==================== block 1
**Block 1: wiring heat map**

21 x 21 tiles, from dark blue (low) to red (high), scaled to the fullest tile. Values are wire area over tile area, all layers added.
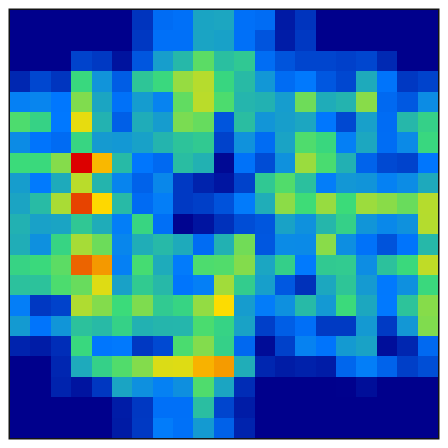

$ cat config.mk
export PLATFORM = sky130hd
export DESIGN_NAME = prco_mem_arbiter
export DESIGN_NICKNAME = d
export VERILOG_FILES = /design/src/rtl/prco_mem_arbiter.sv
export SDC_FILE = /design/constraint.sdc
export NUM_CORES = 1
export LEC_CHECK = 0
export ABC_CLOCK_PERIOD_IN_PS = 2890
export CORE_MARGIN = 10
export CORE_UTILIZATION = 43
export CTS_BUF_LIST = sky130_fd_sc_hd__clkbuf_4 sky130_fd_sc_hd__clkbuf_8
export CTS_CLUSTER_DIAMETER = 150
export DETAILED_ROUTE_END_ITERATION = 12
export GPL_TIMING_DRIVEN = 0
export HOLD_SLACK_MARGIN = 0.06
export PLACE_DENSITY = 0.82
export REMOVE_ABC_BUFFERS = 1
export SLEW_MARGIN = 15
export SYNTH_ARGS = -nofsm -noshare
export SYNTH_HDL_FRONTEND = slang
export SYNTH_SLANG_ARGS = --single-unit
$ cat constraint.sdc
create_clock -name i_clk -period 2.89 [get_ports i_clk]
set_clock_uncertainty 0.15 [all_clocks]
set_input_delay 0.289 -clock i_clk [delete_from_list [all_inputs] [get_ports i_clk]]
set_output_delay 0.289 -clock i_clk [all_outputs]
set_load 0.05 [all_outputs]
$ cat src/rtl/prco_mem_arbiter.sv
// prco_mem_arbiter: arbitrates the single-port local memory between instruction fetch (IF) and
// ALU load/store (LS). Each access runs GRANT -> WAIT (MEM_LAT cycles) -> RESP, with the memory
// address held for the whole access. Rotating priority: on a conflict the port not granted last
// wins. Every output is a register.
//
// Ports:
//   i_clk, i_reset                         clock, synchronous active-high reset
//   i_if_req, i_if_addr                    fetch request and PC
//   q_if_gnt, q_if_valid, q_if_data        fetch grant pulse, response pulse, instruction
//   i_ls_req, i_ls_we, i_ls_addr, i_ls_dina  load/store request, direction, address, store data
//   q_ls_gnt, q_ls_valid, q_ls_data        LS grant pulse, response pulse, load data
//   q_mem_we, q_mem_addr, q_mem_dina       memory write enable, address, write data
//   i_mem_douta                            memory read data
//   q_busy                                 high while an access is in GRANT/WAIT/RESP
module prco_mem_arbiter #(
  parameter int unsigned ADDR_W  = 16,
  parameter int unsigned DATA_W  = 16,
  parameter int unsigned MEM_LAT = 1
) (
  input  logic              i_clk,
  input  logic              i_reset,
  input  logic              i_if_req,
  input  logic [ADDR_W-1:0] i_if_addr,
  output logic              q_if_gnt,
  output logic              q_if_valid,
  output logic [DATA_W-1:0] q_if_data,
  input  logic              i_ls_req,
  input  logic              i_ls_we,
  input  logic [ADDR_W-1:0] i_ls_addr,
  input  logic [DATA_W-1:0] i_ls_dina,
  output logic              q_ls_gnt,
  output logic              q_ls_valid,
  output logic [DATA_W-1:0] q_ls_data,
  output logic              q_mem_we,
  output logic [ADDR_W-1:0] q_mem_addr,
  output logic [DATA_W-1:0] q_mem_dina,
  input  logic [DATA_W-1:0] i_mem_douta,
  output logic              q_busy
);

  localparam logic [3:0] WaitInit = 4'(MEM_LAT - 1);

  typedef enum logic [1:0] {StIdle, StGrant, StWait, StResp} state_e;

  state_e state_q, state_d;
  logic [3:0] cnt_q, cnt_d;

  // Winner bookkeeping: sel_ls = current access belongs to LS, last_ls = LS was granted last.
  logic sel_ls_q, sel_ls_d;
  logic we_q, we_d;
  logic last_ls_q, last_ls_d;

  logic              if_gnt_q, if_gnt_d;
  logic              if_valid_q, if_valid_d;
  logic [DATA_W-1:0] if_data_q, if_data_d;
  logic              ls_gnt_q, ls_gnt_d;
  logic              ls_valid_q, ls_valid_d;
  logic [DATA_W-1:0] ls_data_q, ls_data_d;
  logic              mem_we_q, mem_we_d;
  logic [ADDR_W-1:0] mem_addr_q, mem_addr_d;
  logic [DATA_W-1:0] mem_dina_q, mem_dina_d;
  logic              busy_q, busy_d;

  logic arb_pt, any_req, pick_ls, last_wait;

  assign arb_pt    = (state_q == StIdle) || (state_q == StResp);
  assign any_req   = i_if_req | i_ls_req;
  // LS wins when it is alone, or on a conflict when IF was granted last.
  assign pick_ls   = i_ls_req & (~i_if_req | ~last_ls_q);
  assign last_wait = (state_q == StWait) && (cnt_q == 4'd0);

  // State register
  always_ff @(posedge i_clk) begin
    if (i_reset) begin
      state_q <= StIdle;
      cnt_q   <= 4'd0;
    end else begin
      state_q <= state_d;
      cnt_q   <= cnt_d;
    end
  end

  // Next-state logic
  always_comb begin
    state_d = state_q;
    cnt_d   = cnt_q;
    unique case (state_q)
      StIdle, StResp: state_d = any_req ? StGrant : StIdle;
      StGrant: begin
        state_d = StWait;
        cnt_d   = WaitInit;
      end
      StWait: begin
        if (cnt_q == 4'd0) state_d = StResp;
        else               cnt_d   = cnt_q - 4'd1;
      end
      default: state_d = StIdle;
    endcase
  end

  // Output logic: next values of the registered outputs and the latched winner.
  always_comb begin
    if_gnt_d   = 1'b0;
    ls_gnt_d   = 1'b0;
    mem_we_d   = 1'b0;
    if_valid_d = 1'b0;
    ls_valid_d = 1'b0;
    if_data_d  = if_data_q;
    ls_data_d  = ls_data_q;
    mem_addr_d = mem_addr_q;
    mem_dina_d = mem_dina_q;
    sel_ls_d   = sel_ls_q;
    we_d       = we_q;
    last_ls_d  = last_ls_q;
    busy_d     = (state_d != StIdle);

    if (arb_pt && any_req) begin
      sel_ls_d  = pick_ls;
      last_ls_d = pick_ls;
      if (pick_ls) begin
        ls_gnt_d   = 1'b1;
        mem_addr_d = i_ls_addr;
        mem_dina_d = i_ls_dina;
        mem_we_d   = i_ls_we;
        we_d       = i_ls_we;
      end else begin
        if_gnt_d   = 1'b1;
        mem_addr_d = i_if_addr;
        we_d       = 1'b0;
      end
    end

    // Read data is captured on the last WAIT cycle so it appears together with valid in RESP.
    if (last_wait) begin
      if (sel_ls_q) begin
        ls_valid_d = 1'b1;
        if (!we_q) ls_data_d = i_mem_douta;
      end else begin
        if_valid_d = 1'b1;
        if_data_d  = i_mem_douta;
      end
    end
  end

  // Output and datapath registers
  always_ff @(posedge i_clk) begin
    if (i_reset) begin
      if_gnt_q   <= 1'b0;
      if_valid_q <= 1'b0;
      if_data_q  <= '0;
      ls_gnt_q   <= 1'b0;
      ls_valid_q <= 1'b0;
      ls_data_q  <= '0;
      mem_we_q   <= 1'b0;
      mem_addr_q <= '0;
      mem_dina_q <= '0;
      busy_q     <= 1'b0;
      sel_ls_q   <= 1'b0;
      we_q       <= 1'b0;
      last_ls_q  <= 1'b1;
    end else begin
      if_gnt_q   <= if_gnt_d;
      if_valid_q <= if_valid_d;
      if_data_q  <= if_data_d;
      ls_gnt_q   <= ls_gnt_d;
      ls_valid_q <= ls_valid_d;
      ls_data_q  <= ls_data_d;
      mem_we_q   <= mem_we_d;
      mem_addr_q <= mem_addr_d;
      mem_dina_q <= mem_dina_d;
      busy_q     <= busy_d;
      sel_ls_q   <= sel_ls_d;
      we_q       <= we_d;
      last_ls_q  <= last_ls_d;
    end
  end

  assign q_if_gnt   = if_gnt_q;
  assign q_if_valid = if_valid_q;
  assign q_if_data  = if_data_q;
  assign q_ls_gnt   = ls_gnt_q;
  assign q_ls_valid = ls_valid_q;
  assign q_ls_data  = ls_data_q;
  assign q_mem_we   = mem_we_q;
  assign q_mem_addr = mem_addr_q;
  assign q_mem_dina = mem_dina_q;
  assign q_busy     = busy_q;

endmodule

==================== block 2
[config.mk]
export PLATFORM = sky130hd
export DESIGN_NAME = exp_cordic
export DESIGN_NICKNAME = d
export VERILOG_FILES = /design/src/rtl/exp_cordic.sv
export SDC_FILE = /design/constraint.sdc
export NUM_CORES = 1
export LEC_CHECK = 0
export CORE_UTILIZATION = 50
export DETAILED_ROUTE_END_ITERATION = 6
export GPL_ROUTABILITY_DRIVEN = 1
export GPL_TIMING_DRIVEN = 0
export PLACE_DENSITY = 0.68
export SLEW_MARGIN = 10
export SYNTH_ARGS = -nofsm -noshare
export SYNTH_HDL_FRONTEND = slang
export SYNTH_SLANG_ARGS = --single-unit
[constraint.sdc]
create_clock -name clk -period 8.4 [get_ports clk]
set_clock_uncertainty 0.15 [all_clocks]
set_input_delay 1.26 -clock clk [delete_from_list [all_inputs] [get_ports clk]]
set_output_delay 1.26 -clock clk [all_outputs]
set_load 0.02 [all_outputs]
[src/rtl/exp_cordic.sv]
// Iterative hyperbolic CORDIC, rotation mode: drives z to zero while rotating (x, y),
// giving cosh(z), sinh(z) and e^z = cosh + sinh from one shared shift-add datapath.
module exp_cordic #(
  parameter int                 ITER   = 24,
  parameter logic signed [26:0] X_INIT = 27'sd20258438,
  parameter logic signed [25:0] Z_MAX  = 26'sd4689232
) (
  input  logic               clk,
  input  logic               rst_n,
  input  logic               in_valid,
  output logic               in_ready,
  input  logic signed [25:0] z_i,
  output logic               out_valid,
  input  logic               out_ready,
  output logic signed [26:0] exp_o,
  output logic signed [26:0] cosh_o,
  output logic signed [26:0] sinh_o,
  output logic               out_range
);

  typedef enum logic [1:0] {IDLE, RUN, DONE} state_t;

  // atanh(2^-i) in Q3.22, rounded to nearest; zero once the term drops below half an LSB
  function automatic logic signed [25:0] atanh_lut(input logic [5:0] idx);
    logic signed [25:0] v;
    case (idx)
      6'd1:    v = 26'sd2303957;
      6'd2:    v = 26'sd1071279;
      6'd3:    v = 26'sd527045;
      6'd4:    v = 26'sd262486;
      6'd5:    v = 26'sd131115;
      6'd6:    v = 26'sd65541;
      6'd7:    v = 26'sd32769;
      6'd8:    v = 26'sd16384;
      6'd9:    v = 26'sd8192;
      6'd10:   v = 26'sd4096;
      6'd11:   v = 26'sd2048;
      6'd12:   v = 26'sd1024;
      6'd13:   v = 26'sd512;
      6'd14:   v = 26'sd256;
      6'd15:   v = 26'sd128;
      6'd16:   v = 26'sd64;
      6'd17:   v = 26'sd32;
      6'd18:   v = 26'sd16;
      6'd19:   v = 26'sd8;
      6'd20:   v = 26'sd4;
      6'd21:   v = 26'sd2;
      6'd22:   v = 26'sd1;
      6'd23:   v = 26'sd1;
      default: v = 26'sd0;
    endcase
    return v;
  endfunction

  state_t             state_q, state_d;
  logic signed [26:0] x_q, x_d, y_q, y_d;
  logic signed [25:0] z_q, z_d;
  logic [5:0]         i_q, i_d;
  logic               rep_q, rep_d;
  logic signed [26:0] exp_q, exp_d, cosh_q, cosh_d, sinh_q, sinh_d;
  logic               range_q, range_d;

  logic signed [26:0] x_sh, y_sh, x_step, y_step;
  logic signed [25:0] z_step, atanh_v;
  logic               rep_pending;

  always_comb begin
    x_sh        = x_q >>> i_q;
    y_sh        = y_q >>> i_q;
    atanh_v     = atanh_lut(i_q);
    rep_pending = ((i_q == 6'd4) || (i_q == 6'd13)) && !rep_q;
    if (!z_q[25]) begin
      x_step = x_q + y_sh;
      y_step = y_q + x_sh;
      z_step = z_q - atanh_v;
    end else begin
      x_step = x_q - y_sh;
      y_step = y_q - x_sh;
      z_step = z_q + atanh_v;
    end
  end

  always_comb begin
    state_d = state_q;
    x_d     = x_q;
    y_d     = y_q;
    z_d     = z_q;
    i_d     = i_q;
    rep_d   = rep_q;
    exp_d   = exp_q;
    cosh_d  = cosh_q;
    sinh_d  = sinh_q;
    range_d = range_q;
    case (state_q)
      IDLE: begin
        if (in_valid) begin
          x_d     = X_INIT;
          y_d     = '0;
          z_d     = z_i;
          i_d     = 6'd1;
          rep_d   = 1'b0;
          range_d = (z_i > Z_MAX) || (z_i < -Z_MAX);
          state_d = RUN;
        end
      end
      RUN: begin
        x_d = x_step;
        y_d = y_step;
        z_d = z_step;
        if (rep_pending) begin
          rep_d = 1'b1;
        end else begin
          rep_d = 1'b0;
          i_d   = i_q + 6'd1;
        end
        if ((i_q == 6'(ITER)) && !rep_pending) begin
          cosh_d  = x_step;
          sinh_d  = y_step;
          exp_d   = x_step + y_step;
          state_d = DONE;
        end
      end
      DONE: begin
        if (out_ready) state_d = IDLE;
      end
      default: state_d = IDLE;
    endcase
  end

  always_ff @(posedge clk or negedge rst_n) begin
    if (!rst_n) begin
      state_q <= IDLE;
      x_q     <= '0;
      y_q     <= '0;
      z_q     <= '0;
      i_q     <= '0;
      rep_q   <= 1'b0;
      exp_q   <= '0;
      cosh_q  <= '0;
      sinh_q  <= '0;
      range_q <= 1'b0;
    end else begin
      state_q <= state_d;
      x_q     <= x_d;
      y_q     <= y_d;
      z_q     <= z_d;
      i_q     <= i_d;
      rep_q   <= rep_d;
      exp_q   <= exp_d;
      cosh_q  <= cosh_d;
      sinh_q  <= sinh_d;
      range_q <= range_d;
    end
  end

  assign in_ready  = (state_q == IDLE);
  assign out_valid = (state_q == DONE);
  assign exp_o     = exp_q;
  assign cosh_o    = cosh_q;
  assign sinh_o    = sinh_q;
  assign out_range = range_q;

endmodule
==================== block 3
[src/rtl/fetch_queue.sv]
// fetch_queue: fetch-address generator, synchronous-ROM issue and DEPTH-entry PC/instruction queue.
// Define FETCHQ_DELAY_SLOT_EN to preserve the MIPS branch delay slot on redirect.
module fetch_queue #(
    parameter int                DEPTH    = 4,
    parameter int                ADDR_W   = 32,
    parameter int                INST_W   = 32,
    parameter logic [ADDR_W-1:0] RESET_PC = '0
) (
    input  logic                       clk,
    input  logic                       rst,
    input  logic                       stall_i,
    input  logic                       redirect_i,
    input  logic [ADDR_W-1:0]          redirect_pc_i,
    output logic                       rom_ce,
    output logic [ADDR_W-1:0]          rom_addr,
    input  logic [INST_W-1:0]          rom_data,
    output logic                       valid_o,
    output logic [INST_W-1:0]          inst_o,
    output logic [ADDR_W-1:0]          pc_o,
    output logic [$clog2(DEPTH+1)-1:0] count_o
);
    localparam int             CNT_W   = $clog2(DEPTH+1);
    localparam int             PTR_W   = $clog2(DEPTH);
    localparam logic [CNT_W:0] DEPTH_C = (CNT_W+1)'(DEPTH);

    logic [INST_W-1:0] inst_mem [DEPTH];
    logic [ADDR_W-1:0] pc_mem   [DEPTH];
    logic [ADDR_W-1:0] fetch_pc;
    logic [ADDR_W-1:0] req_pc;
    logic [PTR_W-1:0]  rd_ptr;
    logic [PTR_W-1:0]  wr_ptr;
    logic [PTR_W-1:0]  head_n;
    logic [CNT_W-1:0]  count;
    logic              inflight;
    logic              squash;

    logic              pop;
    logic              issue;
    logic              push;
    logic              flush;
    logic              keep_one;
    logic              squash_n;
    logic [CNT_W:0]    credit;
    logic [ADDR_W-1:0] fetch_pc_n;

`ifdef FETCHQ_DELAY_SLOT_EN
    logic              pending;
    logic              pending_n;
    logic [ADDR_W-1:0] pending_pc;
    logic [ADDR_W-1:0] pending_pc_n;
`endif

    // Credit counts queued entries plus the return in flight, so a full queue never overflows.
    assign valid_o  = rst && (count != '0);
    assign pop      = valid_o && !stall_i;
    assign credit   = {1'b0, count} + (CNT_W+1)'(inflight) - (CNT_W+1)'(pop);
    assign issue    = rst && (credit < DEPTH_C);
    assign rom_ce   = issue;
    assign rom_addr = fetch_pc;
    assign inst_o   = valid_o ? inst_mem[rd_ptr] : '0;
    assign pc_o     = valid_o ? pc_mem[rd_ptr] : '0;
    assign count_o  = rst ? count : '0;
    assign head_n   = rd_ptr + PTR_W'(pop);

    always_comb begin
        push       = inflight && !squash;
        flush      = 1'b0;
        keep_one   = 1'b0;
        squash_n   = 1'b0;
        fetch_pc_n = issue ? fetch_pc + ADDR_W'(4) : fetch_pc;
`ifdef FETCHQ_DELAY_SLOT_EN
        pending_n    = pending;
        pending_pc_n = pending_pc;
        if (pending && issue) begin
            fetch_pc_n = pending_pc;
            pending_n  = 1'b0;
        end
        // The delay slot is the oldest survivor: a queued entry, else the arriving return, else the request now.
        if (redirect_i && pending) begin
            pending_pc_n = redirect_pc_i;
            if (issue) fetch_pc_n = redirect_pc_i;
        end else if (redirect_i) begin
            if (count != CNT_W'(pop)) begin
                keep_one   = 1'b1;
                push       = 1'b0;
                squash_n   = issue;
                fetch_pc_n = redirect_pc_i;
            end else if (push) begin
                squash_n   = issue;
                fetch_pc_n = redirect_pc_i;
            end else if (issue) begin
                fetch_pc_n = redirect_pc_i;
            end else begin
                pending_n    = 1'b1;
                pending_pc_n = redirect_pc_i;
            end
        end
`else
        if (redirect_i) begin
            flush      = 1'b1;
            push       = 1'b0;
            squash_n   = issue;
            fetch_pc_n = redirect_pc_i;
        end
`endif
    end

    always_ff @(posedge clk) begin
        if (!rst) begin
            fetch_pc <= RESET_PC;
            req_pc   <= RESET_PC;
            rd_ptr   <= '0;
            wr_ptr   <= '0;
            count    <= '0;
            inflight <= 1'b0;
            squash   <= 1'b0;
        end else begin
            fetch_pc <= fetch_pc_n;
            inflight <= issue;
            squash   <= squash_n;
            if (issue) req_pc <= fetch_pc;
            if (flush) begin
                rd_ptr <= '0;
                wr_ptr <= '0;
                count  <= '0;
            end else if (keep_one) begin
                rd_ptr <= head_n;
                wr_ptr <= head_n + PTR_W'(1);
                count  <= CNT_W'(1);
            end else begin
                rd_ptr <= head_n;
                wr_ptr <= wr_ptr + PTR_W'(push);
                count  <= count + CNT_W'(push) - CNT_W'(pop);
            end
        end
    end

`ifdef FETCHQ_DELAY_SLOT_EN
    always_ff @(posedge clk) begin
        if (!rst) begin
            pending    <= 1'b0;
            pending_pc <= RESET_PC;
        end else begin
            pending    <= pending_n;
            pending_pc <= pending_pc_n;
        end
    end
`endif

    always_ff @(posedge clk) begin
        if (rst && push) begin
            inst_mem[wr_ptr] <= rom_data;
            pc_mem[wr_ptr]   <= req_pc;
        end
    end
endmodule

[config.mk]
export PLATFORM = sky130hd
export DESIGN_NAME = fetch_queue
export DESIGN_NICKNAME = d
export VERILOG_FILES = /design/src/rtl/fetch_queue.sv
export SDC_FILE = /design/constraint.sdc
export NUM_CORES = 1
export LEC_CHECK = 0
export CELL_PAD_IN_SITES_DETAIL_PLACEMENT = 2
export CELL_PAD_IN_SITES_GLOBAL_PLACEMENT = 2
export CORE_ASPECT_RATIO = 1.75
export CORE_MARGIN = 2
export CORE_UTILIZATION = 43
export DETAILED_ROUTE_END_ITERATION = 10
export GPL_TIMING_DRIVEN = 0
export MAX_ROUTING_LAYER = met4
export PLACE_DENSITY = 0.9
export SYNTH_ARGS = -nofsm -noshare
export SYNTH_HDL_FRONTEND = slang
export SYNTH_SLANG_ARGS = --single-unit
[constraint.sdc]
create_clock -name clk -period 23.2 [get_ports clk]
set_input_delay 4.64 -clock clk [delete_from_list [all_inputs] [get_ports clk]]
set_output_delay 4.64 -clock clk [all_outputs]
set_load 0.005 [all_outputs]

==> layout pictures side by side <==
Cell sizes after repair.
(a)
Scale bar: 50 um.
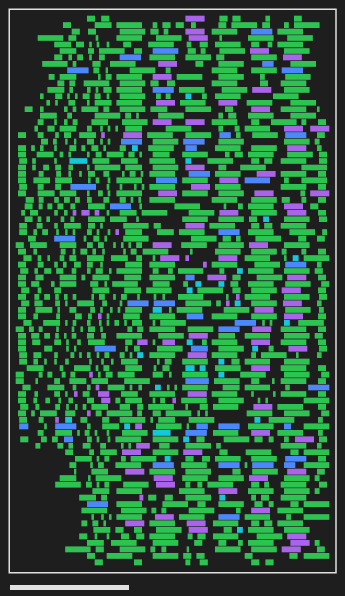
(b)
Scale bar: 20 um.
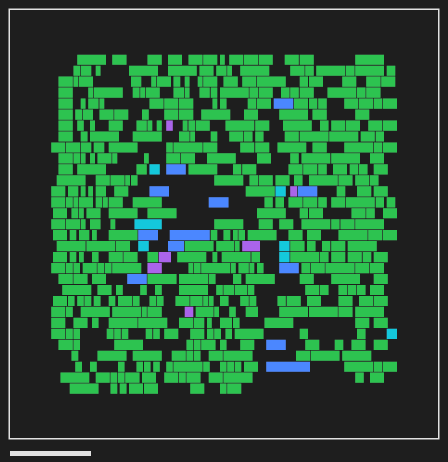
(c)
Scale bar: 50 um.
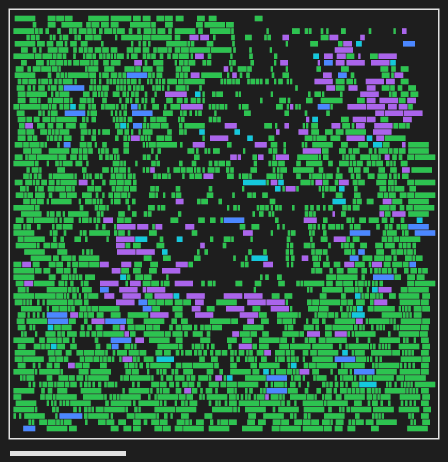
Block 1 is (b).
Block 2 is (c).
Block 3 is (a).

**Block 1: routed clock nets over the placement**

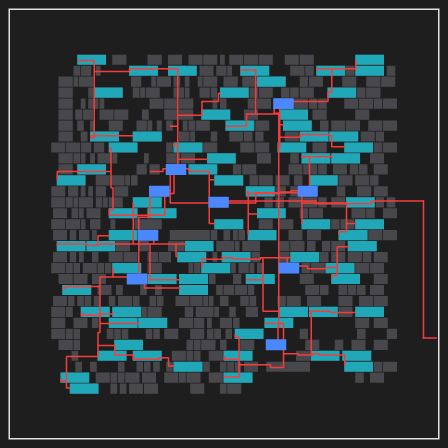
red -> clock wires  # length 961 um
blue -> cells driving clock nets  # count 9
cyan -> flip-flops  # count 79
flops lie = all over the die
routed clock nets = 10
Skew-Pair Late Insertion Delay: 0.34 ns

**Block 1: cell outlines without signal wires**

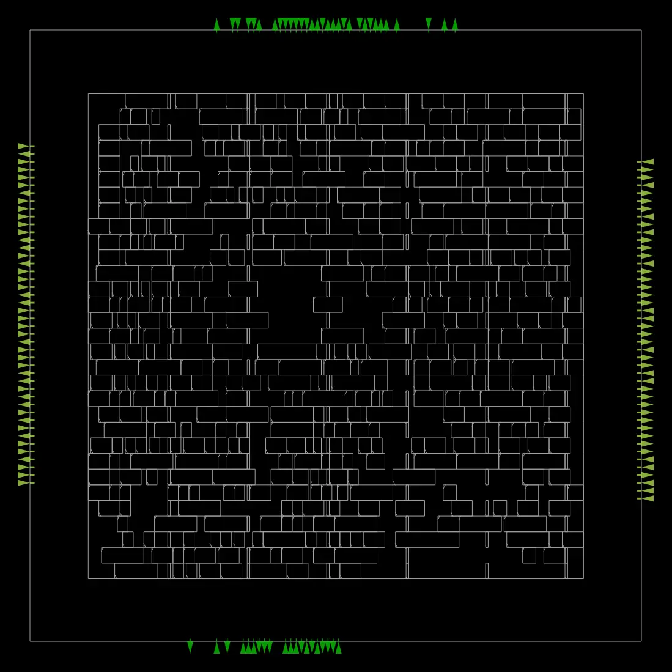
Row Count: 31
Seq area share: 32.8%
Seq Cell Count: 79
final core utilization: 66.4%

About 'wiring heat map' of block 1:
emptiest ninth of the die = bottom right
fullest tile = 0.47
mean over tiles = 0.14
nearly empty tiles = 16%
tiles over half the peak = 15%

==> flow_summary.toml, block 1 <==
# flow metrics
[floorplanning]
taps = 99
initCoreUtil_pct = 44.0

[place]
portBuffers = 138
dp_cells = 561
pre_cts_ws_ns = 0.468
dp_hpwl_um = 6730

[timing]
setup_viol = 0
tightest_slew_ns = 0.963

[cells_and_area]
largestClassByArea = "flip-flops and latches"
fillers = 623
mostFrequentLayoutCells = "clkdlybuf4s50_1, dfxtp_1, nand2b_1"
drive_above_1_share_pct = 5.24
clock_buffer_count = 9
nMultiInputCombCells = 237

[run_status]
status = "finished clean"

[synth]
most_common_cell = "dfxtp_1"
adder_share_pct = 0.783

[detailed_routing]
vias_per_cell = 5.06
drt-pass1-iter-count = 4

[global_routing]
overflow = 0
track_usage_pct = 16.1

[clock_network]
cts_resized = 0
## block 1: sequential cells by signal (all words and copies together), names as in the netlist, 2 cells and up
register	cells
q_if_data	16
q_mem_dina	16
q_mem_addr	16
cnt_q	4
q_ls_data	16
state_q	2
## block 1: per-layer routing
metal | track usage, % | up-vias | wire, um
met1 | 18.8 | 1348 | 4070
met4 | 5.71 | 0 | 138
met3 | 7.07 | 10 | 853
met2 | 25.7 | 114 | 4290
met5 | 0 | - | 0
li1 | - | 1443 | -
## block 1: worst max-delay path, cell delays in order, from the launching register on
cell	delay, ns
dfxtp_1	0.34
inv_1	0.08
ha_1	0.20
or3b_1	0.47
or3_1	0.79
mux2i_1	0.24
## block 1: how the worst min path moves through the flow
stage                    endpoint  slack (ns)  depth (start not counted)
floorplan              state_q[1]        0.21                          1
global placement             we_q        0.29                          2
CTS                          we_q        0.31                          2
detailed placement           we_q        0.30                          2
global route        q_mem_addr[4]        0.33                          3
finish                       we_q        0.31                          2
**Block 2: wiring heat map**

37 x 37 tiles, from dark blue (low) to red (high), scaled to the fullest tile. Values are wire area over tile area, all layers added.
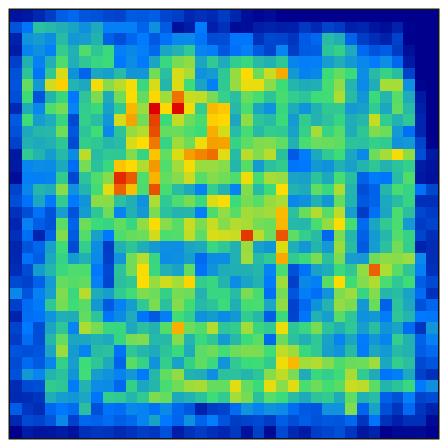
mean over tiles = 0.35
densest ninth of the die = middle
fullest tile = 0.91

==> flow_summary.toml, block 2 <==
# flow metrics
[run_status]
status = "finished clean"

[timing]
tightest_slew_ns = 1.13
slew_headroom_pct = 24.9
hold_violations = 0
whs_ns = 0.325
finalClockPeriodUsage_pct = 97.8

[place]
dp_hpwl_um = 53900

[global_routing]
gr-usage-met3_pct = 10.4

[floorplanning]
pin_count = 114
dieArea_mm2 = 0.0341
core_area_mm2 = 0.0327

[synth]
adder_share_pct = 8.97
synth-edff-count = 0

[worst_setup_path]
worst_setup_path_start_kind = "register"

[clock_network]
cts.sinks = 171
[block 2: area by class of cell]
| type | count | area (um^2) |
|---|---|---|
| inverter | 62 | 234 |
| fill | 2960 | 13400 |
| clock inverter | 13 | 109 |
| antenna | 1 | 2.50 |
| clock buffer | 18 | 429 |
| multi-input combinational | 1655 | 11900 |
| sequential | 171 | 4280 |
| timing repair buffer | 126 | 1250 |
| buffer | 106 | 519 |
| tap | 442 | 553 |
[block 2: through the flow]
step | setup slack, ns | std cells
global route | -0.0307 | 2593
detailed placement | -1.42 | 2556
finish | 0.181 | 2594
CTS | 0.0167 | 2590
floorplan | 0.976 | 1998
global placement | -1.29 | 2553
[block 2: worst max path at each step]
| stage | start | endpoint | slack, ns | cells after the start |
|---|---|---|---|---|
| after floorplan | i_q[0] | exp_o[26] | 0.98 | 33 |
| after global routing | i_q[0] | exp_o[26] | -0.03 | 34 |
| after CTS | i_q[0] | exp_o[26] | 0.02 | 34 |
| after detailed placement | i_q[0] | exp_o[26] | -1.42 | 33 |
| after global placement | i_q[0] | exp_o[26] | -1.29 | 33 |
| final | i_q[2] | exp_o[25] | 0.18 | 30 |
**Block 3: wiring heat map**

14 x 24 tiles, from dark blue (low) to red (high), scaled to the fullest tile. Values are wire area over tile area, all layers added.
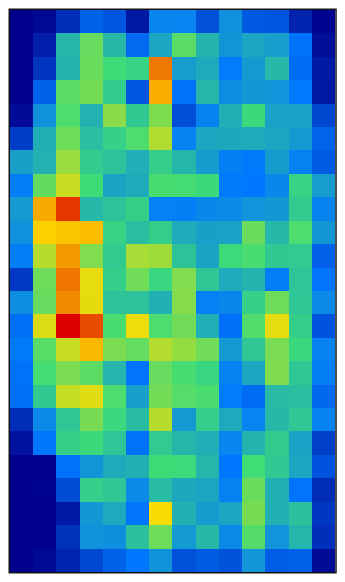
densest ninth of the die = left middle
tiles over half the peak = 24%
mean over tiles = 0.21
wire per inst: 28.7 um
via count: 8611

**Block 3: cell outlines without signal wires**

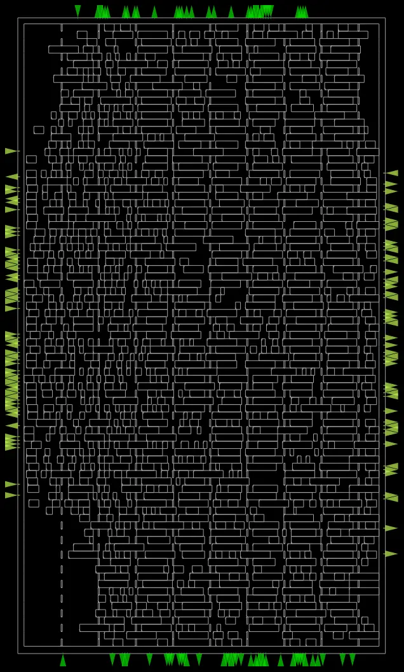
Core Box Area: 0.0305 mm^2
Row Count: 85

==> flow_summary.toml, block 3 <==
# flow metrics
[run_status]
status = "finished clean"

[synth]
ys_ff = 329
yosysSeqAreaShare_pct = 69.1
synth_cell_types = 48
ys.warnings.count = 0
synth_cells = 846
synth-edff-count = 256
synth_top_area_share_pct = 58.0
synth-async-reset-ratio_pct = 0
ff_type = "edfxtp_1"

[timing]
whs_ns = 0.517
final_max_slew_viol_count = 0
finalClockPeriodUsage_pct = 54.5
slew_headroom_pct = 34.4

[cells_and_area]
fillers = 2769
finalInstanceArea_mm2 = 0.0166
fin_cells = 1482
top_regs = "inst_mem x128, pc_mem x128"
lay_top_count = "edfxtp_1"

[clock_network]
cts_setup_buffers = 0
clk_pin_slew_ns = 0.07
ctsHoldBuffers = 0

[global_routing]
grt_pass1_vias = 9668
track_usage_pct = 28.0
grt_max_degree = 44
antenna_found_initial = 1
grt_pass1_wl_um = 64000

[worst_setup_path]
criticalPathCategory = "input pin to primary output"
worstPathRequired_ns = 18.56
worst_setup_path_start_kind = "input pin"
critPathCaptureType = "primary output"
cpLargestDelayFamily = "buffers and inverters"
endpoint = "rom_ce"
r2r_slack_ns = 18.96

[floorplanning]
dieArea_mm2 = 0.0323
fp.dieH_um = 236
initCoreUtil_pct = 43.4

[detailed_routing]
wl_um = 42500

[min_path]
min_to = "pc_mem[2][25]"

[place]
placed_area_mm2 = 0.0157
dp_cells = 1428

[job]
max_cap_violations = 0
block 3: cell families (layout without fill, tap and decap cells):
logic type | Yosys count | after routing | synth area share (%)
flip-flops | 329 | 329 | 69.1
AND/OR/NAND/NOR | 268 | 268 | 11.2
AND-OR/OR-AND | 104 | 104 | 5.30
multiplexers | 68 | 68 | 11.2
buffers and inverters | 63 | 307 | 2.01
XOR/XNOR | 8 | 8 | 0.586
adder cells (fa/ha/maj) | 6 | 6 | 0.623
other | 0 | 1 | 0
block 3: final cells by class:
type	instances	area share, %
Tap cell	391	2.94
Timing Repair Buffer	191	11.4
Multi-Input combinational cell	454	23.2
Antenna cell	1	0.0150
Sequential cell	329	55.0
Buffer	54	1.40
Clock buffer	38	4.87
Clock inverter	15	0.985
Inverter	9	0.203
block 3: routing by layer:
layer  global-route usage (%)  up-vias  wire length [um]
li1                         -     3705                 -
met1                     30.4     4493             15200
met2                     51.3      319             23900
met3                     3.33       94              1880
met4                     10.2        0              1530
met5                        -        -                 0


## Gallery

Sequential cells grouped by signal name.
Plate I
Scale bar: 20 um. Other sequential cells in the stronger grey, the rest of the logic in the fainter grey.
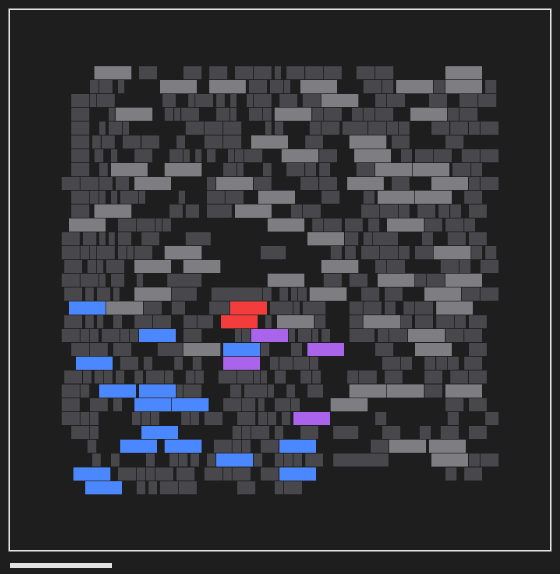
Plate II
Scale bar: 50 um. Other sequential cells in the stronger grey, the rest of the logic in the fainter grey.
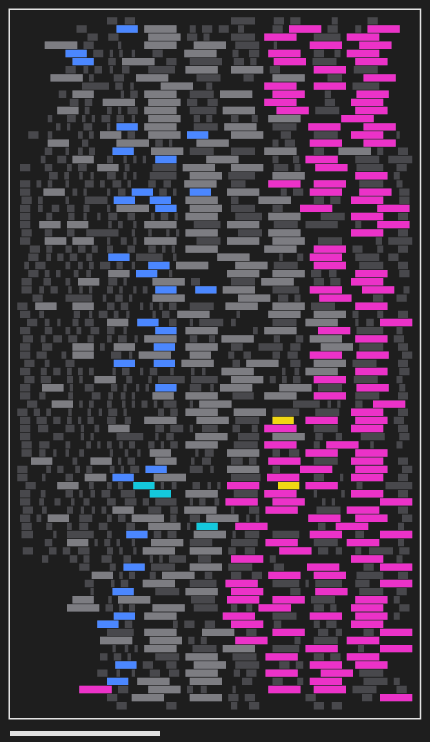
Plate III
Scale bar: 50 um. Other sequential cells in the stronger grey, the rest of the logic in the fainter grey.
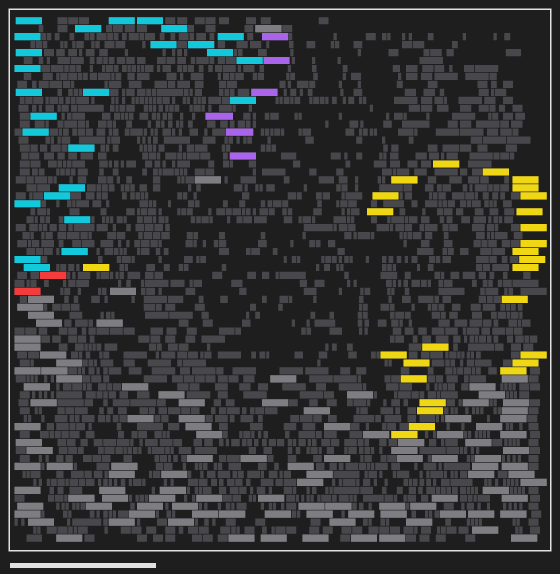
- most sequential cells: Plate II
- fewest sequential cells: Plate I
- Plate II = block 3
- Plate I = block 1
- Plate III = block 2

